=== qpro_status_gen ===
`config.mk`:
```
export PLATFORM = sky130hd
export DESIGN_NAME = qpro_status_gen
export DESIGN_NICKNAME = d
export VERILOG_FILES = /design/src/rtl/qpro_status_gen.sv
export SDC_FILE = /design/constraint.sdc
export NUM_CORES = 1
export LEC_CHECK = 0
export CAP_MARGIN = 20
export CORE_MARGIN = 5
export CORE_UTILIZATION = 53
export DETAILED_ROUTE_END_ITERATION = 10
export GPL_TIMING_DRIVEN = 1
export HOLD_SLACK_MARGIN = 0.05
export PLACE_DENSITY = 0.76
export SKIP_CTS_REPAIR_TIMING = 1
export SYNTH_ARGS = -nofsm -noshare
export SYNTH_HDL_FRONTEND = slang
export SYNTH_SLANG_ARGS = --single-unit
```
`constraint.sdc`:
```
create_clock -name clk -period 2.24 [get_ports clk]
set_clock_uncertainty 0.2 [all_clocks]
set_input_delay 0.56 -clock clk [delete_from_list [all_inputs] [get_ports clk]]
set_output_delay 0.56 -clock clk [all_outputs]
set_load 0.02 [all_outputs]
```
`src/rtl/qpro_status_gen.sv`:
```
// ---------------------------------------------------------------------------
// qpro_status_gen
//
// Multi-channel status-output generator. Each of CHANNELS status lines is
// independently programmed to OFF, ON, BLINK or a repeating PAT_WIDTH-bit
// pattern (LSB first). All channels advance together on a shared tick that
// pulses once every PRESCALE clk cycles. Configuration is written through a
// valid/ready port that accepts at most one write every two cycles.
//
// Optional feature macro: QPRO_STATUS_SYNC_EN
//   defined   : every accepted write (valid channel or not) restarts the
//               prescaler, so a freshly written value lasts a full PRESCALE
//               cycles before its first advance.
//   undefined : the prescaler runs freely and writes never disturb it.
//
// Ports:
//   clk          in   system clock
//   rst_n        in   asynchronous active-low reset
//   cfg_valid    in   config write request
//   cfg_ready    out  block can accept a write (low for one cycle after each)
//   cfg_chan     in   target channel
//   cfg_mode     in   0 OFF, 1 ON, 2 BLINK, 3 PATTERN
//   cfg_pattern  in   pattern bits, LSB first (PATTERN mode only)
//   cfg_err      out  one-cycle pulse after a write to a nonexistent channel
//   tick         out  one-cycle pulse every PRESCALE cycles
//   status       out  registered status lines, bit i = channel i
// ---------------------------------------------------------------------------
module qpro_status_gen #(
    parameter int CHANNELS  = 4,
    parameter int PRESCALE  = 1000,
    parameter int PAT_WIDTH = 8
) (
    input  logic                        clk,
    input  logic                        rst_n,
    input  logic                        cfg_valid,
    output logic                        cfg_ready,
    input  logic [$clog2(CHANNELS)-1:0] cfg_chan,
    input  logic [1:0]                  cfg_mode,
    input  logic [PAT_WIDTH-1:0]        cfg_pattern,
    output logic                        cfg_err,
    output logic                        tick,
    output logic [CHANNELS-1:0]         status
);

    localparam int CHW = $clog2(CHANNELS);
    localparam int CW  = $clog2(PRESCALE);
    localparam int IW  = $clog2(PAT_WIDTH);

    localparam logic [CW-1:0]  CNT_LAST_C = CW'(PRESCALE - 1);
    localparam logic [IW-1:0]  IDX_LAST_C = IW'(PAT_WIDTH - 1);
    // One bit wider than cfg_chan so the limit itself is representable.
    localparam logic [CHW:0]   CHAN_LIM_C = (CHW + 1)'(CHANNELS);

    typedef enum logic [1:0] {
        MODE_OFF     = 2'd0,
        MODE_ON      = 2'd1,
        MODE_BLINK   = 2'd2,
        MODE_PATTERN = 2'd3
    } mode_e;

    logic [CW-1:0] cnt_r;
    logic [CW-1:0] cnt_next_s;
    logic          tick_r;
    logic          ready_r;
    logic          err_r;
    logic          accept_s;
    logic          bad_chan_s;

    // Handshake decode and prescaler next-count.
    always_comb begin
        accept_s   = cfg_valid && ready_r;
        bad_chan_s = ({1'b0, cfg_chan} >= CHAN_LIM_C);
`ifdef QPRO_STATUS_SYNC_EN
        if (accept_s) begin
            cnt_next_s = {CW{1'b0}};
        end else if (cnt_r == CNT_LAST_C) begin
            cnt_next_s = {CW{1'b0}};
        end else begin
            cnt_next_s = cnt_r + 1'b1;
        end
`else
        if (cnt_r == CNT_LAST_C) begin
            cnt_next_s = {CW{1'b0}};
        end else begin
            cnt_next_s = cnt_r + 1'b1;
        end
`endif
    end

    // Prescaler, tick, and write-port handshake registers. tick is
    // registered from the next count so it is high exactly while
    // cnt == PRESCALE-1.
    always_ff @(posedge clk or negedge rst_n) begin
        if (!rst_n) begin
            cnt_r   <= {CW{1'b0}};
            tick_r  <= 1'b0;
            ready_r <= 1'b1;
            err_r   <= 1'b0;
        end else begin
            cnt_r   <= cnt_next_s;
            tick_r  <= (cnt_next_s == CNT_LAST_C);
            ready_r <= !accept_s;
            err_r   <= accept_s && bad_chan_s;
        end
    end

    for (genvar g = 0; g < CHANNELS; g++) begin : g_chan
        localparam logic [CHW:0] CH_ID_C = (CHW + 1)'(g);

        mode_e                mode_r;
        logic [PAT_WIDTH-1:0] pat_r;
        logic [IW-1:0]        idx_r;
        logic                 lvl_r;
        logic                 hit_s;
        logic [IW-1:0]        idx_adv_s;

        // Channel select and wrapped pattern-phase increment.
        always_comb begin
            hit_s = accept_s && ({1'b0, cfg_chan} == CH_ID_C);
            if (idx_r == IDX_LAST_C) begin
                idx_adv_s = {IW{1'b0}};
            end else begin
                idx_adv_s = idx_r + 1'b1;
            end
        end

        // Channel state: a write to this channel takes priority over a
        // coincident tick, so the freshly loaded initial value is held
        // for that edge. The line level doubles as the blink level.
        always_ff @(posedge clk or negedge rst_n) begin
            if (!rst_n) begin
                mode_r <= MODE_OFF;
                pat_r  <= {PAT_WIDTH{1'b0}};
                idx_r  <= {IW{1'b0}};
                lvl_r  <= 1'b0;
            end else if (hit_s) begin
                mode_r <= mode_e'(cfg_mode);
                pat_r  <= cfg_pattern;
                idx_r  <= {IW{1'b0}};
                case (mode_e'(cfg_mode))
                    MODE_OFF:     lvl_r <= 1'b0;
                    MODE_ON:      lvl_r <= 1'b1;
                    MODE_BLINK:   lvl_r <= 1'b1;
                    MODE_PATTERN: lvl_r <= cfg_pattern[0];
                    default:      lvl_r <= 1'b0;
                endcase
            end else if (tick_r) begin
                case (mode_r)
                    MODE_OFF:     lvl_r <= 1'b0;
                    MODE_ON:      lvl_r <= 1'b1;
                    MODE_BLINK:   lvl_r <= ~lvl_r;
                    MODE_PATTERN: begin
                        idx_r <= idx_adv_s;
                        lvl_r <= pat_r[idx_adv_s];
                    end
                    default:      lvl_r <= 1'b0;
                endcase
            end else begin
                lvl_r <= lvl_r;
            end
        end

        assign status[g] = lvl_r;
    end

    assign cfg_ready = ready_r;
    assign cfg_err   = err_r;
    assign tick      = tick_r;

endmodule

```
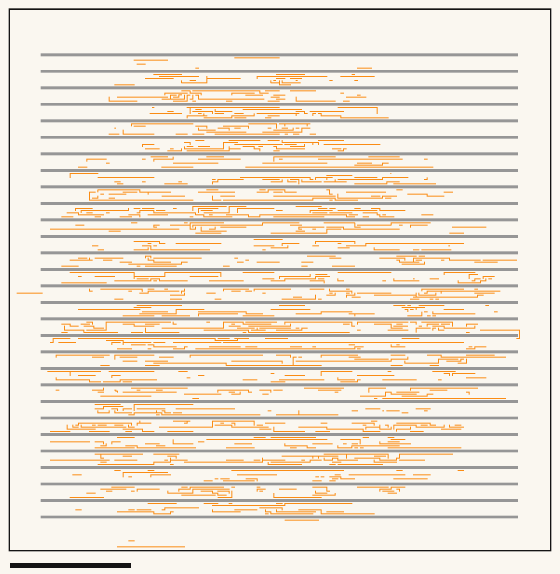
Figure 1: qpro_status_gen, signal wires on met1.
The bar under the picture is 20 um long. Supply wires on this layer in gray.
wire length on this layer = 3,140 um
main direction = horizontal
vias: 2,330
met1 Use GR: 27.51%
total routed wirelength: 6725 um

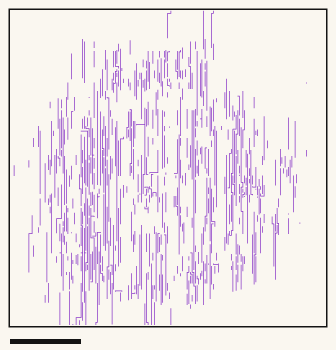
Figure 2: qpro_status_gen, the metal 2 layer.
The bar under the picture is 20 um long.
main direction = vertical
share of all routed wire = 48%
nets with wire on the layer = 305
longest straight run = 44.9 um
wire length on this layer = 3,210 um
met2 Usage GRT: 27.60%

==> results.txt <==
CTS buffer count: 9
Residual DRC: 0
CTS sink count: 68
CTS tree: yes
Seq/Total Area, Yosys: 51.49%
Hold Startpoint: g_chan[3].pat_r[2]$_DFFE_PN0P_
Yosys reg bits: 68
Status: finished, final reports clean
Design area: 4010 um^2
Arr. time, crit path: 2.21 ns
Post-synth area hogs: dfrtp_1 51%, mux2_2 9.5%, mux2i_1 4.8%
Vias in the first global route: 2,286
Worst path top cell family by delay: multiplexers
Leakage: 1.846 nW
Top reg by flops: g_chan.pat_r
Top cell type by instance count after synthesis: dfrtp_1
Register-to-register setup slack: 0.05 ns
Yosys adder share: 4.540%
Via density: 5.655
Per-cell routed wire length: 16.32 um
H-Tree Depth: 3
Initial antenna violation count: 0
RSZ-0062 raised after global routing: yes
Critical path, cell by cell: ha_2 > ha_4 > nor2_4 > mux4_2 > mux2i_1 > nor4b_2 > a211o_1
Crit path largest cell delay: 0.51 ns
Top flop regs: g_chan.pat_r (32), g_chan.idx_r (12), cnt_r (10)
Log Warnings: 29
Largest area contributor in the netlist: dfrtp_1
Library cells used by synthesis: 40
Global-route usage over all layers: 18.55%
Syn Inst Count: 287
FP Util: 55.20%
First-pass GRT wire length: 11,140 um
CTS clk-pin slew, worst paths: 0.06 ns
Final setup vio count: 0
Grt total ovfl: 0
FF-to-FF Start: g_chan[2].idx_r[1]$_DFFE_PN0P_
Ao+oa area frac: 6.205%
P per Cell Area: 794.4 nW/um^2
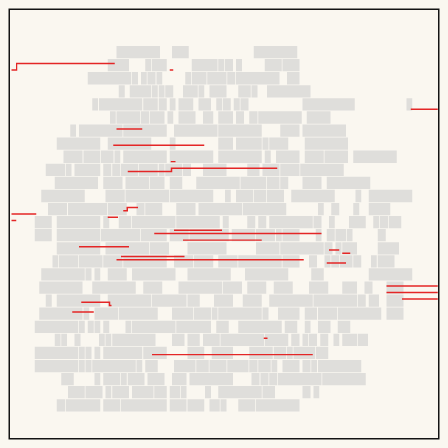
Figure 3: qpro_status_gen, M3 wires.
Cells faint in the background.
main direction = horizontal
wire length on this layer = 296 um
met3 global-route usage: 4.424%

[layer usage]
metal,global-route usage [%],routed length (um),vias to the layer above
li1,-,-,1104
met1,27.51,3144,1173
met2,27.60,3214,47
met3,4.424,295,6
met4,4.871,71,0
met5,0,0,-
[area by class of cell]
class | count | area, um^2
inverter | 7 | 26.28
timing repair buffer | 46 | 432.9
clock buffer | 14 | 162.7
clock inverter | 2 | 35.03
fill | 429 | 1981
tap | 75 | 93.84
sequential | 68 | 1703
multi-input combinational | 200 | 1556
[power by group]
part	internal, W	switching (W)
combinational	0.000346	0.000275
sequential	0.00143	0.000137
clock	0.000575	0.000428
total	0.00235	0.000839
[per-stage QoR]
stage               worst slack, ns  util (%)  std cells  setup TNS [ns]  hold slack, ns
floorplan                   0.01239         -        287               0         0.06441
global placement           -0.07280     62.39        393          -1.632          0.2578
detailed placement         -0.09681     62.39        393          -2.305          0.2653
CTS                        -0.08407     65.69        409         -0.1738         0.01593
global route               -0.06516     66.94        412         -0.1256          0.3017
finish                      0.04595     66.94        412               0          0.2839

=== mem_port_arbiter ===
--- src/rtl/mem_arb_pkg.sv ---
// Shared encodings and sizing helpers for the memory port arbiter.
package mem_arb_pkg;

  // FSM state encoding
  localparam logic [1:0] IDLE = 2'd0;
  localparam logic [1:0] ACC  = 2'd1;
  localparam logic [1:0] RESP = 2'd2;

  typedef enum logic [1:0] {
    StIdle = IDLE,
    StAcc  = ACC,
    StResp = RESP
  } state_e;

  // Owner encoding
  localparam logic OWN_C = 1'b0;
  localparam logic OWN_D = 1'b1;

  // Bits needed to hold values 0..max_val, never less than one bit.
  function automatic int unsigned cnt_width(input int unsigned max_val);
    return (max_val < 2) ? 1 : $clog2(max_val + 1);
  endfunction

endpackage

--- src/rtl/mem_arb_prio.sv ---
// Owner selection between CPU (C) and loader (D) plus the D starvation counter.
// C has priority unless D has been blocked for MAX_WAIT cycles.
module mem_arb_prio
  import mem_arb_pkg::*;
#(
  parameter int unsigned MAX_WAIT = 8,
  localparam int unsigned WW      = cnt_width(MAX_WAIT)
) (
  input  logic clk,
  input  logic rst_n,
  input  logic c_req,
  input  logic d_req,
  input  logic idle,        // arbiter FSM is in IDLE
  input  logic d_owns,      // an access is in flight and D owns it
  output logic grant,       // a grant happens this cycle
  output logic grant_owner  // owner chosen if grant is taken
);

  logic [WW-1:0] wait_q, wait_d;
  logic          starved;

  assign starved = (wait_q == WW'(MAX_WAIT));

  // Owner select: D wins when alone or when starved, otherwise C.
  always_comb begin
    grant_owner = OWN_C;
    if (d_req && (!c_req || starved)) begin
      grant_owner = OWN_D;
    end
    grant = idle && (c_req || d_req);
  end

  // Starvation count: grows while D waits, clears on D grant or D idle.
  always_comb begin
    wait_d = wait_q;
    if (!d_req) begin
      wait_d = '0;
    end else if (idle && (grant_owner == OWN_D)) begin
      wait_d = '0;
    end else if (idle || !d_owns) begin
      wait_d = starved ? wait_q : wait_q + WW'(1);
    end
  end

  // Counter register.
  always_ff @(posedge clk or negedge rst_n) begin
    if (!rst_n) begin
      wait_q <= '0;
    end else begin
      wait_q <= wait_d;
    end
  end

endmodule

--- src/rtl/mem_port_arbiter.sv ---
// Arbitrates one unified memory between the CPU controller (C) and a debug/DMA loader (D).
// Each access runs IDLE -> ACC (MEM_LAT cycles) -> RESP, giving one bubble between accesses.
module mem_port_arbiter
  import mem_arb_pkg::*;
#(
  parameter int unsigned AW       = 10,
  parameter int unsigned DW       = 32,
  parameter int unsigned MEM_LAT  = 2,   // must be >= 1
  parameter int unsigned MAX_WAIT = 8    // must be >= 1
) (
  input  logic          clk,
  input  logic          rst_n,
  input  logic          c_req,
  input  logic          c_we,
  input  logic [AW-1:0] c_addr,
  input  logic [DW-1:0] c_wdata,
  output logic          c_ack,
  output logic [DW-1:0] c_rdata,
  input  logic          d_req,
  input  logic          d_we,
  input  logic [AW-1:0] d_addr,
  input  logic [DW-1:0] d_wdata,
  output logic          d_ack,
  output logic [DW-1:0] d_rdata,
  output logic          mem_en,
  output logic          mem_we,
  output logic [AW-1:0] mem_addr,
  output logic [DW-1:0] mem_wdata,
  input  logic [DW-1:0] mem_rdata,
  output logic          grant_d
);

  localparam int unsigned LatW = cnt_width(MEM_LAT - 1);

  state_e          state_q, state_d;
  logic [LatW-1:0] lat_q, lat_d;
  logic            owner_q, owner_d;
  logic            we_q, we_d;
  logic [AW-1:0]   addr_q, addr_d;
  logic [DW-1:0]   wdata_q, wdata_d;
  logic [DW-1:0]   rdata_q, rdata_d;
  logic            gnt_d_q, gnt_d_d;

  logic            in_idle;
  logic            d_owns;
  logic            grant;
  logic            grant_owner;
  logic            lat_last;

  assign in_idle  = (state_q == StIdle);
  assign d_owns   = !in_idle && (owner_q == OWN_D);
  assign lat_last = (lat_q == LatW'(MEM_LAT - 1));

  mem_arb_prio #(
    .MAX_WAIT (MAX_WAIT)
  ) u_prio (
    .clk         (clk),
    .rst_n       (rst_n),
    .c_req       (c_req),
    .d_req       (d_req),
    .idle        (in_idle),
    .d_owns      (d_owns),
    .grant       (grant),
    .grant_owner (grant_owner)
  );

  // Next-state: grant and latch in IDLE, count latency in ACC, single RESP cycle.
  always_comb begin
    state_d = state_q;
    lat_d   = lat_q;
    owner_d = owner_q;
    we_d    = we_q;
    addr_d  = addr_q;
    wdata_d = wdata_q;
    rdata_d = rdata_q;
    gnt_d_d = gnt_d_q;
    unique case (state_q)
      StIdle: begin
        if (grant) begin
          owner_d = grant_owner;
          gnt_d_d = (grant_owner == OWN_D);
          lat_d   = '0;
          state_d = StAcc;
          if (grant_owner == OWN_D) begin
            we_d    = d_we;
            addr_d  = d_addr;
            wdata_d = d_wdata;
          end else begin
            we_d    = c_we;
            addr_d  = c_addr;
            wdata_d = c_wdata;
          end
        end
      end
      StAcc: begin
        if (lat_last) begin
          // Writes return zero data.
          rdata_d = we_q ? '0 : mem_rdata;
          state_d = StResp;
        end else begin
          lat_d = lat_q + LatW'(1);
        end
      end
      StResp: begin
        state_d = StIdle;
      end
      default: begin
        state_d = StIdle;
      end
    endcase
  end

  // Memory strobes and per-port responses, all decoded from registered state.
  always_comb begin
    mem_en    = (state_q == StAcc);
    // Write strobe only on the first ACC cycle so a write commits exactly once.
    mem_we    = mem_en && we_q && (lat_q == '0);
    mem_addr  = mem_en ? addr_q : '0;
    mem_wdata = mem_en ? wdata_q : '0;
    c_ack     = (state_q == StResp) && (owner_q == OWN_C);
    d_ack     = (state_q == StResp) && (owner_q == OWN_D);
    c_rdata   = c_ack ? rdata_q : '0;
    d_rdata   = d_ack ? rdata_q : '0;
    grant_d   = gnt_d_q;
  end

  // State and datapath registers; reset abandons any access in flight.
  always_ff @(posedge clk or negedge rst_n) begin
    if (!rst_n) begin
      state_q <= StIdle;
      lat_q   <= '0;
      owner_q <= OWN_C;
      we_q    <= 1'b0;
      addr_q  <= '0;
      wdata_q <= '0;
      rdata_q <= '0;
      gnt_d_q <= 1'b0;
    end else begin
      state_q <= state_d;
      lat_q   <= lat_d;
      owner_q <= owner_d;
      we_q    <= we_d;
      addr_q  <= addr_d;
      wdata_q <= wdata_d;
      rdata_q <= rdata_d;
      gnt_d_q <= gnt_d_d;
    end
  end

endmodule

--- config.mk ---
export PLATFORM = sky130hd
export DESIGN_NAME = mem_port_arbiter
export DESIGN_NICKNAME = d
export VERILOG_FILES = /design/src/rtl/mem_arb_pkg.sv /design/src/rtl/mem_arb_prio.sv /design/src/rtl/mem_port_arbiter.sv
export SDC_FILE = /design/constraint.sdc
export NUM_CORES = 1
export LEC_CHECK = 0
export CAP_MARGIN = 20
export CORE_ASPECT_RATIO = 2
export CORE_MARGIN = 10
export CORE_UTILIZATION = 37
export DETAILED_ROUTE_END_ITERATION = 10
export GPL_TIMING_DRIVEN = 0
export PLACE_DENSITY = 0.79
export SLEW_MARGIN = 20
export SYNTH_ARGS = -nofsm -noshare
export SYNTH_HDL_FRONTEND = slang
export SYNTH_SLANG_ARGS = --single-unit
--- constraint.sdc ---
create_clock -name clk -period 1.6 [get_ports clk]
set_input_delay 0.32 -clock clk [delete_from_list [all_inputs] [get_ports clk]]
set_output_delay 0.32 -clock clk [all_outputs]
set_load 0.05 [all_outputs]
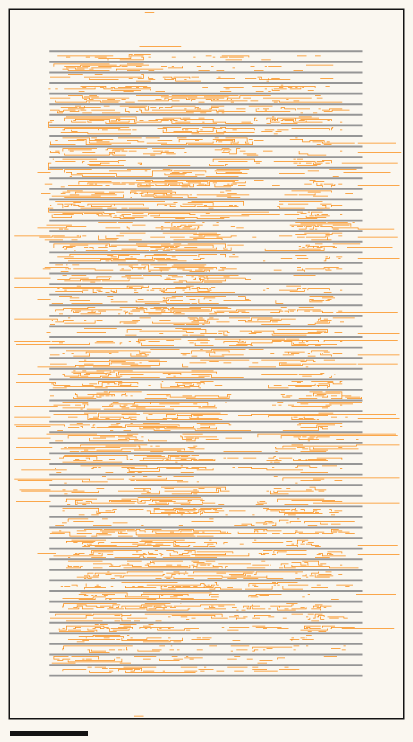
Figure 4: mem_port_arbiter, signal wires on met1.
The bar under the picture is 20 um long. Supply wires on this layer in gray.
share of all routed wire = 32%
nets with wire on the layer = 872
longest straight run = 39.1 um
wire length on this layer = 8,820 um
main direction = horizontal
vias: 6,034
total routed wirelength: 27,640 um
met1 Use GR: 24.37%

==> results.txt <==
Vias in the first global route: 6,737
Max FO, Critical Path: 7
FF-to-FF Start: u_prio.wait_q[1]$_DFFE_PN0P_
Tmin final: 2.025 ns
P per Cell Area: 1828 nW/um^2
WP data required: 1.28 ns
Die Y-Extent: 182.0 um
Seq/Total Area, Yosys: 42.79%
VDD IR max: 1.431 mV
Invs w/o clock: 50
Postcts setup bufs: 28
Leakage: 4.826 nW
Final clock-cell share: 2.397%
Crit path to: c_rdata[19]
Register-to-register setup slack: -0.27 ns
Status: finished, violations left
Failing checks: negative setup slack
Global-route usage over all layers: 26.63%
Post-synth EDFFs: 0
Final non-filler cell total: 1,014
Crit path largest cell delay: 0.41 ns
CTS tree: yes
Min-Delay Endpoint: u_prio.wait_q[2]$_DFFE_PN0P_
Number of signal-net buffers in the layout: 345
Final worst setup slack: -0.4247 ns
Worst setup path startpoint: grant_d$_DFFE_PN0P_
Sequential cells: 83
Final setup vio count: 160
Log Warnings: 30
Max Slew Vio Count: 0
FP Util: 37.57%
Max transition margin: 61.01%
GPL Wtd Cong: 0.8759
Nets: 980
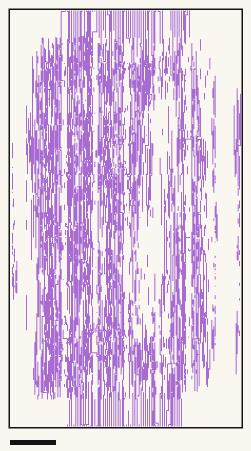
Figure 5: mem_port_arbiter, the metal 2 layer.
The bar under the picture is 20 um long.
main direction = vertical
longest straight run = 64.3 um
wire length on this layer = 15,100 um
share of all routed wire = 55%
met2 Usage GRT: 49.37%

## cells by family (layout without fill, tap and decap cells)
| group | count (synthesis) | after routing | share of synthesized area, % |
|---|---|---|---|
| AND/OR/NAND/NOR | 186 | 186 | 22.51 |
| AND-OR/OR-AND | 178 | 179 | 25.70 |
| buffers and inverters | 107 | 411 | 8.482 |
| flip-flops | 83 | 83 | 42.79 |
| adder cells (fa/ha/maj) | 2 | 2 | 0.5155 |
| other | 0 | 1 | 0 |
## power breakdown
part / switching (W) / total (W) / internal [W]
sequential: 0.000922 / 0.00397 / 0.00305
clock: 0.000901 / 0.00195 / 0.00105
combinational: 0.00754 / 0.0142 / 0.00666
total: 0.00936 / 0.0201 / 0.0108
## sequential cells by signal, summed over array words and instances, names as in the netlist
register / cells
grant_d: 1
rdata_q: 32
we_q: 1
state_q: 2
u_prio.wait_q: 4
wdata_q: 32
lat_last: 1
addr_q: 10
## per-layer routing
layer  vias up  wire (um)  track usage (%)
li1       2577          -                -
met1      2971       8818            24.37
met2       369      15090            49.37
met3       117       1919            6.692
met4         0       1810            16.86
met5         -          0                0

=== m26_rx_ch_frame ===
Figure 6. Signal wires on met1 (m26_rx_ch_frame).
The bar under the picture is 20 um long. Supply wires on this layer in gray.
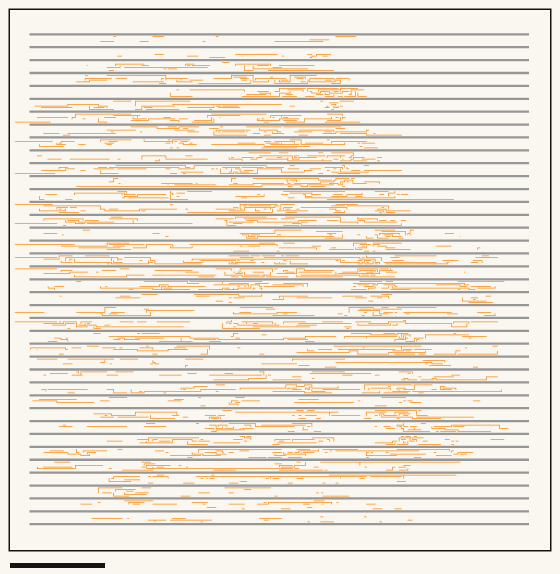
Figure 7. The metal 2 layer (m26_rx_ch_frame).
The bar under the picture is 20 um long.
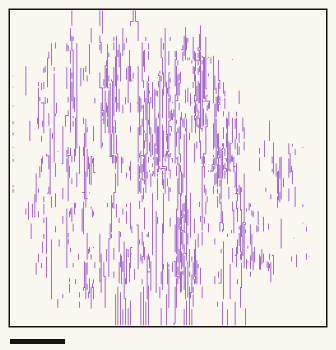
<file path="config.mk">
export PLATFORM = sky130hd
export DESIGN_NAME = m26_rx_ch_frame
export DESIGN_NICKNAME = d
export VERILOG_FILES = /design/src/rtl/m26_rx_ch_frame.sv
export SDC_FILE = /design/constraint.sdc
export NUM_CORES = 1
export LEC_CHECK = 0
export CAP_MARGIN = 20
export CORE_MARGIN = 4
export CORE_UTILIZATION = 38
export DETAILED_ROUTE_END_ITERATION = 7
export GPL_TIMING_DRIVEN = 0
export PLACE_DENSITY_LB_ADDON = 0.15
export SYNTH_ARGS = -nofsm -noshare
export SYNTH_HDL_FRONTEND = slang
export SYNTH_SLANG_ARGS = --single-unit
</file>
<file path="constraint.sdc">
create_clock -name CLK_RX -period 2.2 [get_ports CLK_RX]
set_input_delay 0.55 -clock CLK_RX [delete_from_list [all_inputs] [get_ports CLK_RX]]
set_output_delay 0.55 -clock CLK_RX [all_outputs]
set_load 0.1 [all_outputs]
</file>
<file path="src/rtl/m26_rx_ch_frame.sv">
// m26_rx_ch_frame: one Mimosa26-style serial receiver lane.
// Deserialises DATA_RX (LSB first) and uses MKD_RX to find frame starts.
// Emits header, length, data and trailer words, flagging the frame start and end.
// Checks the length field and keeps frame and error counters.
module m26_rx_ch_frame #(
  parameter int WORD_WIDTH    = 16,
  parameter int MKD_LEN       = 4,
  parameter int MAX_DATA_LEN  = 570,
  parameter int TRAILER_WORDS = 2
) (
  input  logic                  CLK_RX,
  input  logic                  RST,
  input  logic                  ENABLE,
  input  logic                  MKD_RX,
  input  logic                  DATA_RX,
  output logic                  WRITE,
  output logic [WORD_WIDTH-1:0] DATA,
  output logic                  FRAME_START,
  output logic                  FRAME_END,
  output logic                  LEN_ERR,
  output logic [15:0]           FRAME_CNT,
  output logic [7:0]            ERR_CNT
);

  localparam int CW = $clog2(WORD_WIDTH);
  localparam logic [CW-1:0]         BIT_LAST = CW'(WORD_WIDTH - 1);
  localparam logic [CW-1:0]         ONE_C    = CW'(1);
  localparam logic [WORD_WIDTH-1:0] LEN_MAX  = WORD_WIDTH'(MAX_DATA_LEN);
  localparam logic [WORD_WIDTH-1:0] TRL_LEN  = WORD_WIDTH'(TRAILER_WORDS);
  localparam logic [WORD_WIDTH-1:0] ONE_W    = WORD_WIDTH'(1);

  typedef enum logic [2:0] {
    ST_IDLE = 3'd0,
    ST_HDR  = 3'd1,
    ST_LEN  = 3'd2,
    ST_DAT  = 3'd3,
    ST_TRL  = 3'd4
  } state_t;

  state_t                state_r, state_nxt_s;
  logic [WORD_WIDTH-1:0] data_sr_r, mkd_sr_r;
  logic                  start_prev_r;
  logic                  start_cond_s, detect_s, word_done_s;
  logic [CW-1:0]         bit_cnt_r, bit_cnt_nxt_s;
  logic [WORD_WIDTH-1:0] rem_r, rem_nxt_s;
  logic                  write_r, write_nxt_s;
  logic [WORD_WIDTH-1:0] data_r, data_nxt_s;
  logic                  fstart_r, fstart_nxt_s;
  logic                  fend_r, fend_nxt_s;
  logic                  lerr_r, lerr_nxt_s;
  logic                  frame_inc_s, err_inc_s;
  logic [15:0]           frame_cnt_r;
  logic [7:0]            err_cnt_r;

  // The oldest MKD_LEN marker samples sit at the LSB end of the marker register.
  assign start_cond_s = &mkd_sr_r[MKD_LEN-1:0];
  assign detect_s     = start_cond_s & ~start_prev_r;
  assign word_done_s  = (bit_cnt_r == BIT_LAST);

  // Serial data and marker shift in at the MSB end; the start condition is remembered for edge detection.
  always_ff @(posedge CLK_RX) begin
    if (RST) begin
      data_sr_r    <= '0;
      mkd_sr_r     <= '0;
      start_prev_r <= 1'b0;
    end else begin
      data_sr_r    <= {DATA_RX, data_sr_r[WORD_WIDTH-1:1]};
      mkd_sr_r     <= {MKD_RX, mkd_sr_r[WORD_WIDTH-1:1]};
      start_prev_r <= start_cond_s;
    end
  end

  // Frame sequencing: a qualified start beats every other action, including a completing trailer word.
  always_comb begin
    state_nxt_s   = state_r;
    bit_cnt_nxt_s = word_done_s ? '0 : bit_cnt_r + ONE_C;
    rem_nxt_s     = rem_r;
    write_nxt_s   = 1'b0;
    data_nxt_s    = data_r;
    fstart_nxt_s  = 1'b0;
    fend_nxt_s    = 1'b0;
    lerr_nxt_s    = 1'b0;
    frame_inc_s   = 1'b0;
    err_inc_s     = 1'b0;
    if (detect_s && ENABLE) begin
      write_nxt_s   = 1'b1;
      data_nxt_s    = data_sr_r;
      fstart_nxt_s  = 1'b1;
      frame_inc_s   = 1'b1;
      err_inc_s     = (state_r != ST_IDLE);
      bit_cnt_nxt_s = '0;
      state_nxt_s   = ST_HDR;
    end else if (word_done_s) begin
      case (state_r)
        ST_IDLE: begin
          state_nxt_s = ST_IDLE;
        end
        ST_HDR: begin
          write_nxt_s = 1'b1;
          data_nxt_s  = data_sr_r;
          state_nxt_s = ST_LEN;
        end
        ST_LEN: begin
          write_nxt_s = 1'b1;
          data_nxt_s  = data_sr_r;
          if (data_sr_r > LEN_MAX) begin
            lerr_nxt_s  = 1'b1;
            err_inc_s   = 1'b1;
            state_nxt_s = ST_IDLE;
          end else if (data_sr_r == '0) begin
            rem_nxt_s   = TRL_LEN;
            state_nxt_s = ST_TRL;
          end else begin
            rem_nxt_s   = data_sr_r;
            state_nxt_s = ST_DAT;
          end
        end
        ST_DAT: begin
          write_nxt_s = 1'b1;
          data_nxt_s  = data_sr_r;
          if (rem_r == ONE_W) begin
            rem_nxt_s   = TRL_LEN;
            state_nxt_s = ST_TRL;
          end else begin
            rem_nxt_s   = rem_r - ONE_W;
          end
        end
        ST_TRL: begin
          write_nxt_s = 1'b1;
          data_nxt_s  = data_sr_r;
          if (rem_r == ONE_W) begin
            fend_nxt_s  = 1'b1;
            state_nxt_s = ST_IDLE;
          end else begin
            rem_nxt_s   = rem_r - ONE_W;
          end
        end
        default: begin
          state_nxt_s = ST_IDLE;
        end
      endcase
    end else begin
      state_nxt_s = state_r;
    end
  end

  // State, bit counter and remaining-word counter.
  always_ff @(posedge CLK_RX) begin
    if (RST) begin
      state_r   <= ST_IDLE;
      bit_cnt_r <= '0;
      rem_r     <= '0;
    end else begin
      state_r   <= state_nxt_s;
      bit_cnt_r <= bit_cnt_nxt_s;
      rem_r     <= rem_nxt_s;
    end
  end

  // Registered outputs; frame count wraps, error count saturates.
  always_ff @(posedge CLK_RX) begin
    if (RST) begin
      write_r     <= 1'b0;
      data_r      <= '0;
      fstart_r    <= 1'b0;
      fend_r      <= 1'b0;
      lerr_r      <= 1'b0;
      frame_cnt_r <= 16'd0;
      err_cnt_r   <= 8'd0;
    end else begin
      write_r  <= write_nxt_s;
      data_r   <= data_nxt_s;
      fstart_r <= fstart_nxt_s;
      fend_r   <= fend_nxt_s;
      lerr_r   <= lerr_nxt_s;
      if (frame_inc_s) begin
        frame_cnt_r <= frame_cnt_r + 16'd1;
      end
      if (err_inc_s && (err_cnt_r != 8'hFF)) begin
        err_cnt_r <= err_cnt_r + 8'd1;
      end
    end
  end

  assign WRITE       = write_r;
  assign DATA        = data_r;
  assign FRAME_START = fstart_r;
  assign FRAME_END   = fend_r;
  assign LEN_ERR     = lerr_r;
  assign FRAME_CNT   = frame_cnt_r;
  assign ERR_CNT     = err_cnt_r;

endmodule

</file>
==> results.txt <==
Status: finished, final reports clean
Area leader share: 46.95%
Ao+oa area frac: 14.58%
Post-synth top cells: 100 x dfxtp_1, 63 x nor2_1, 32 x nor2b_1
Critical path, cell by cell: clkdlybuf4s15_1
Top cell excl fill/tap: dfxtp_1
Yosys warns: 0
Layout area overhead: 21.13%
Yosys adder share: 1.467%
Yosys reg bits: 100
Synthesized area: 4264 um^2
RSZ-0062 raised after global routing: yes
Slew @ Worst Pin: 0.9658 ns
Syn Inst Count: 458
Final worst setup slack: 0.05032 ns
Largest area contributor in the netlist: dfxtp_1
Worst setup EP type: output pin
DR WL met2: 4375 um
P_int: 0.002418 W
Element type at the critical path start: register
Sw Share: 22.97%
Vias in the first global route: 3,325
P_comb: 0.0000808 W
GPL Wtd Cong: 0.8292
DP HPWL: 6995 um
GR peak layer: met2
Critical path buffers and inverters: 1
Leakage: 1.923 nW
Clock Power: 0.00123 W
Grt total ovfl: 0
## Picture notes: Figure 6
longest straight run = 39.1 um
share of all routed wire = 49%
nets with wire on the layer = 503
wire length on this layer = 4,740 um
main direction = horizontal
vias: 3,442
total routed wirelength: 9744 um
met1 Use GR: 21.00%

## Picture notes: Figure 7
share of all routed wire = 45%
wire length on this layer = 4,380 um
longest straight run = 51.0 um
main direction = vertical
met2 Usage GRT: 24.32%

==> final timing paths <==
path	start	slack (ns)	cells past startpoint	to
setup / recovery	ERR_CNT[7]$_SDFFE_PP0P_	0.05	1	ERR_CNT[7]
hold / removal	mkd_sr_r[10]$_SDFF_PP0_	0.44	1	mkd_sr_r[9]$_SDFF_PP0_
setup reg to reg	rem_r[1]$_SDFFE_PP0P_	0.12	9	rem_r[14]$_SDFFE_PP0P_
hold reg to reg	mkd_sr_r[10]$_SDFF_PP0_	0.44	1	mkd_sr_r[9]$_SDFF_PP0_
==> per-stage QoR <==
stage	cell area, um^2	TNS, ns	cells	total power (W)	hold slack (ns)
5_1_grt	5165	-0.01356	666	0.003258	0.4600
4_1_cts	5104	0	661	0.003177	0.4442
2_1_floorplan	4274	0	458	0.001916	0.4138
6_report	5165	0	666	0.003139	0.4441
3_5_place_dp	4930	-16.73	646	0.001946	0.4204
3_3_place_gp	4930	-16.34	646	0.001945	0.4165
==> cell type report <==
cell class                      instances  area share (%)
Clock buffer                           11           2.737
Buffer                                 18           1.841
Clock inverter                          5           1.284
Inverter                               12          0.8721
Timing Repair Buffer                   53           8.987
Multi-Input combinational cell        327           41.91
Sequential cell                       100           38.98
Tap cell                              140           3.391


==> notes/layouts.md <==
Pictures saved along the way, in no particular order.

Congestion heat map.
(a)
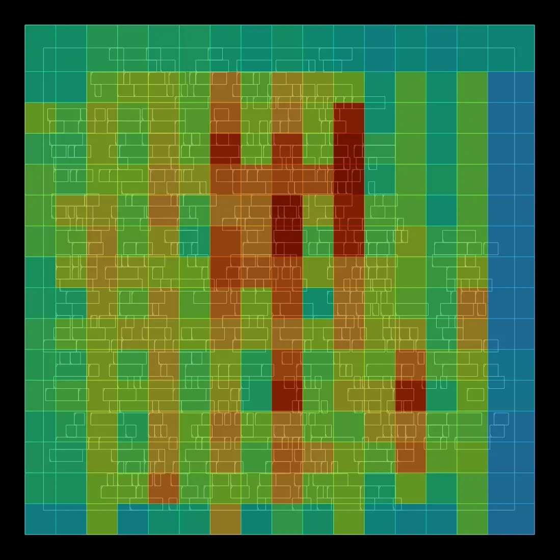
(b)
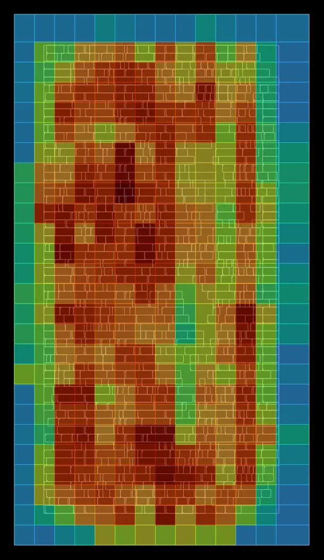
(c)
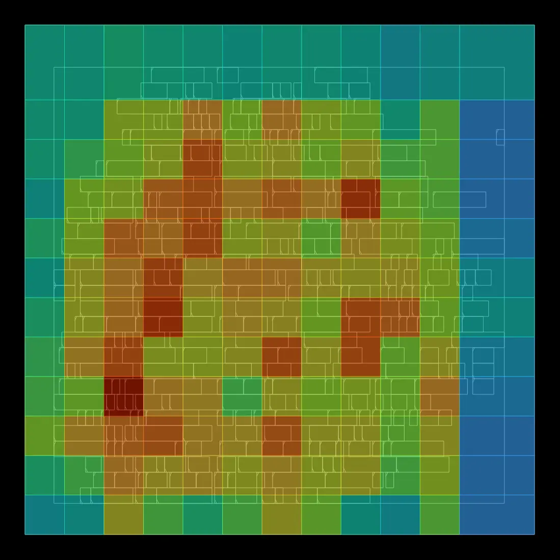
- lowest track usage: (a)
For mem_port_arbiter, see (b).
For qpro_status_gen, see (c).
For m26_rx_ch_frame, see (a).

Power and IR drop assume default switching activity.
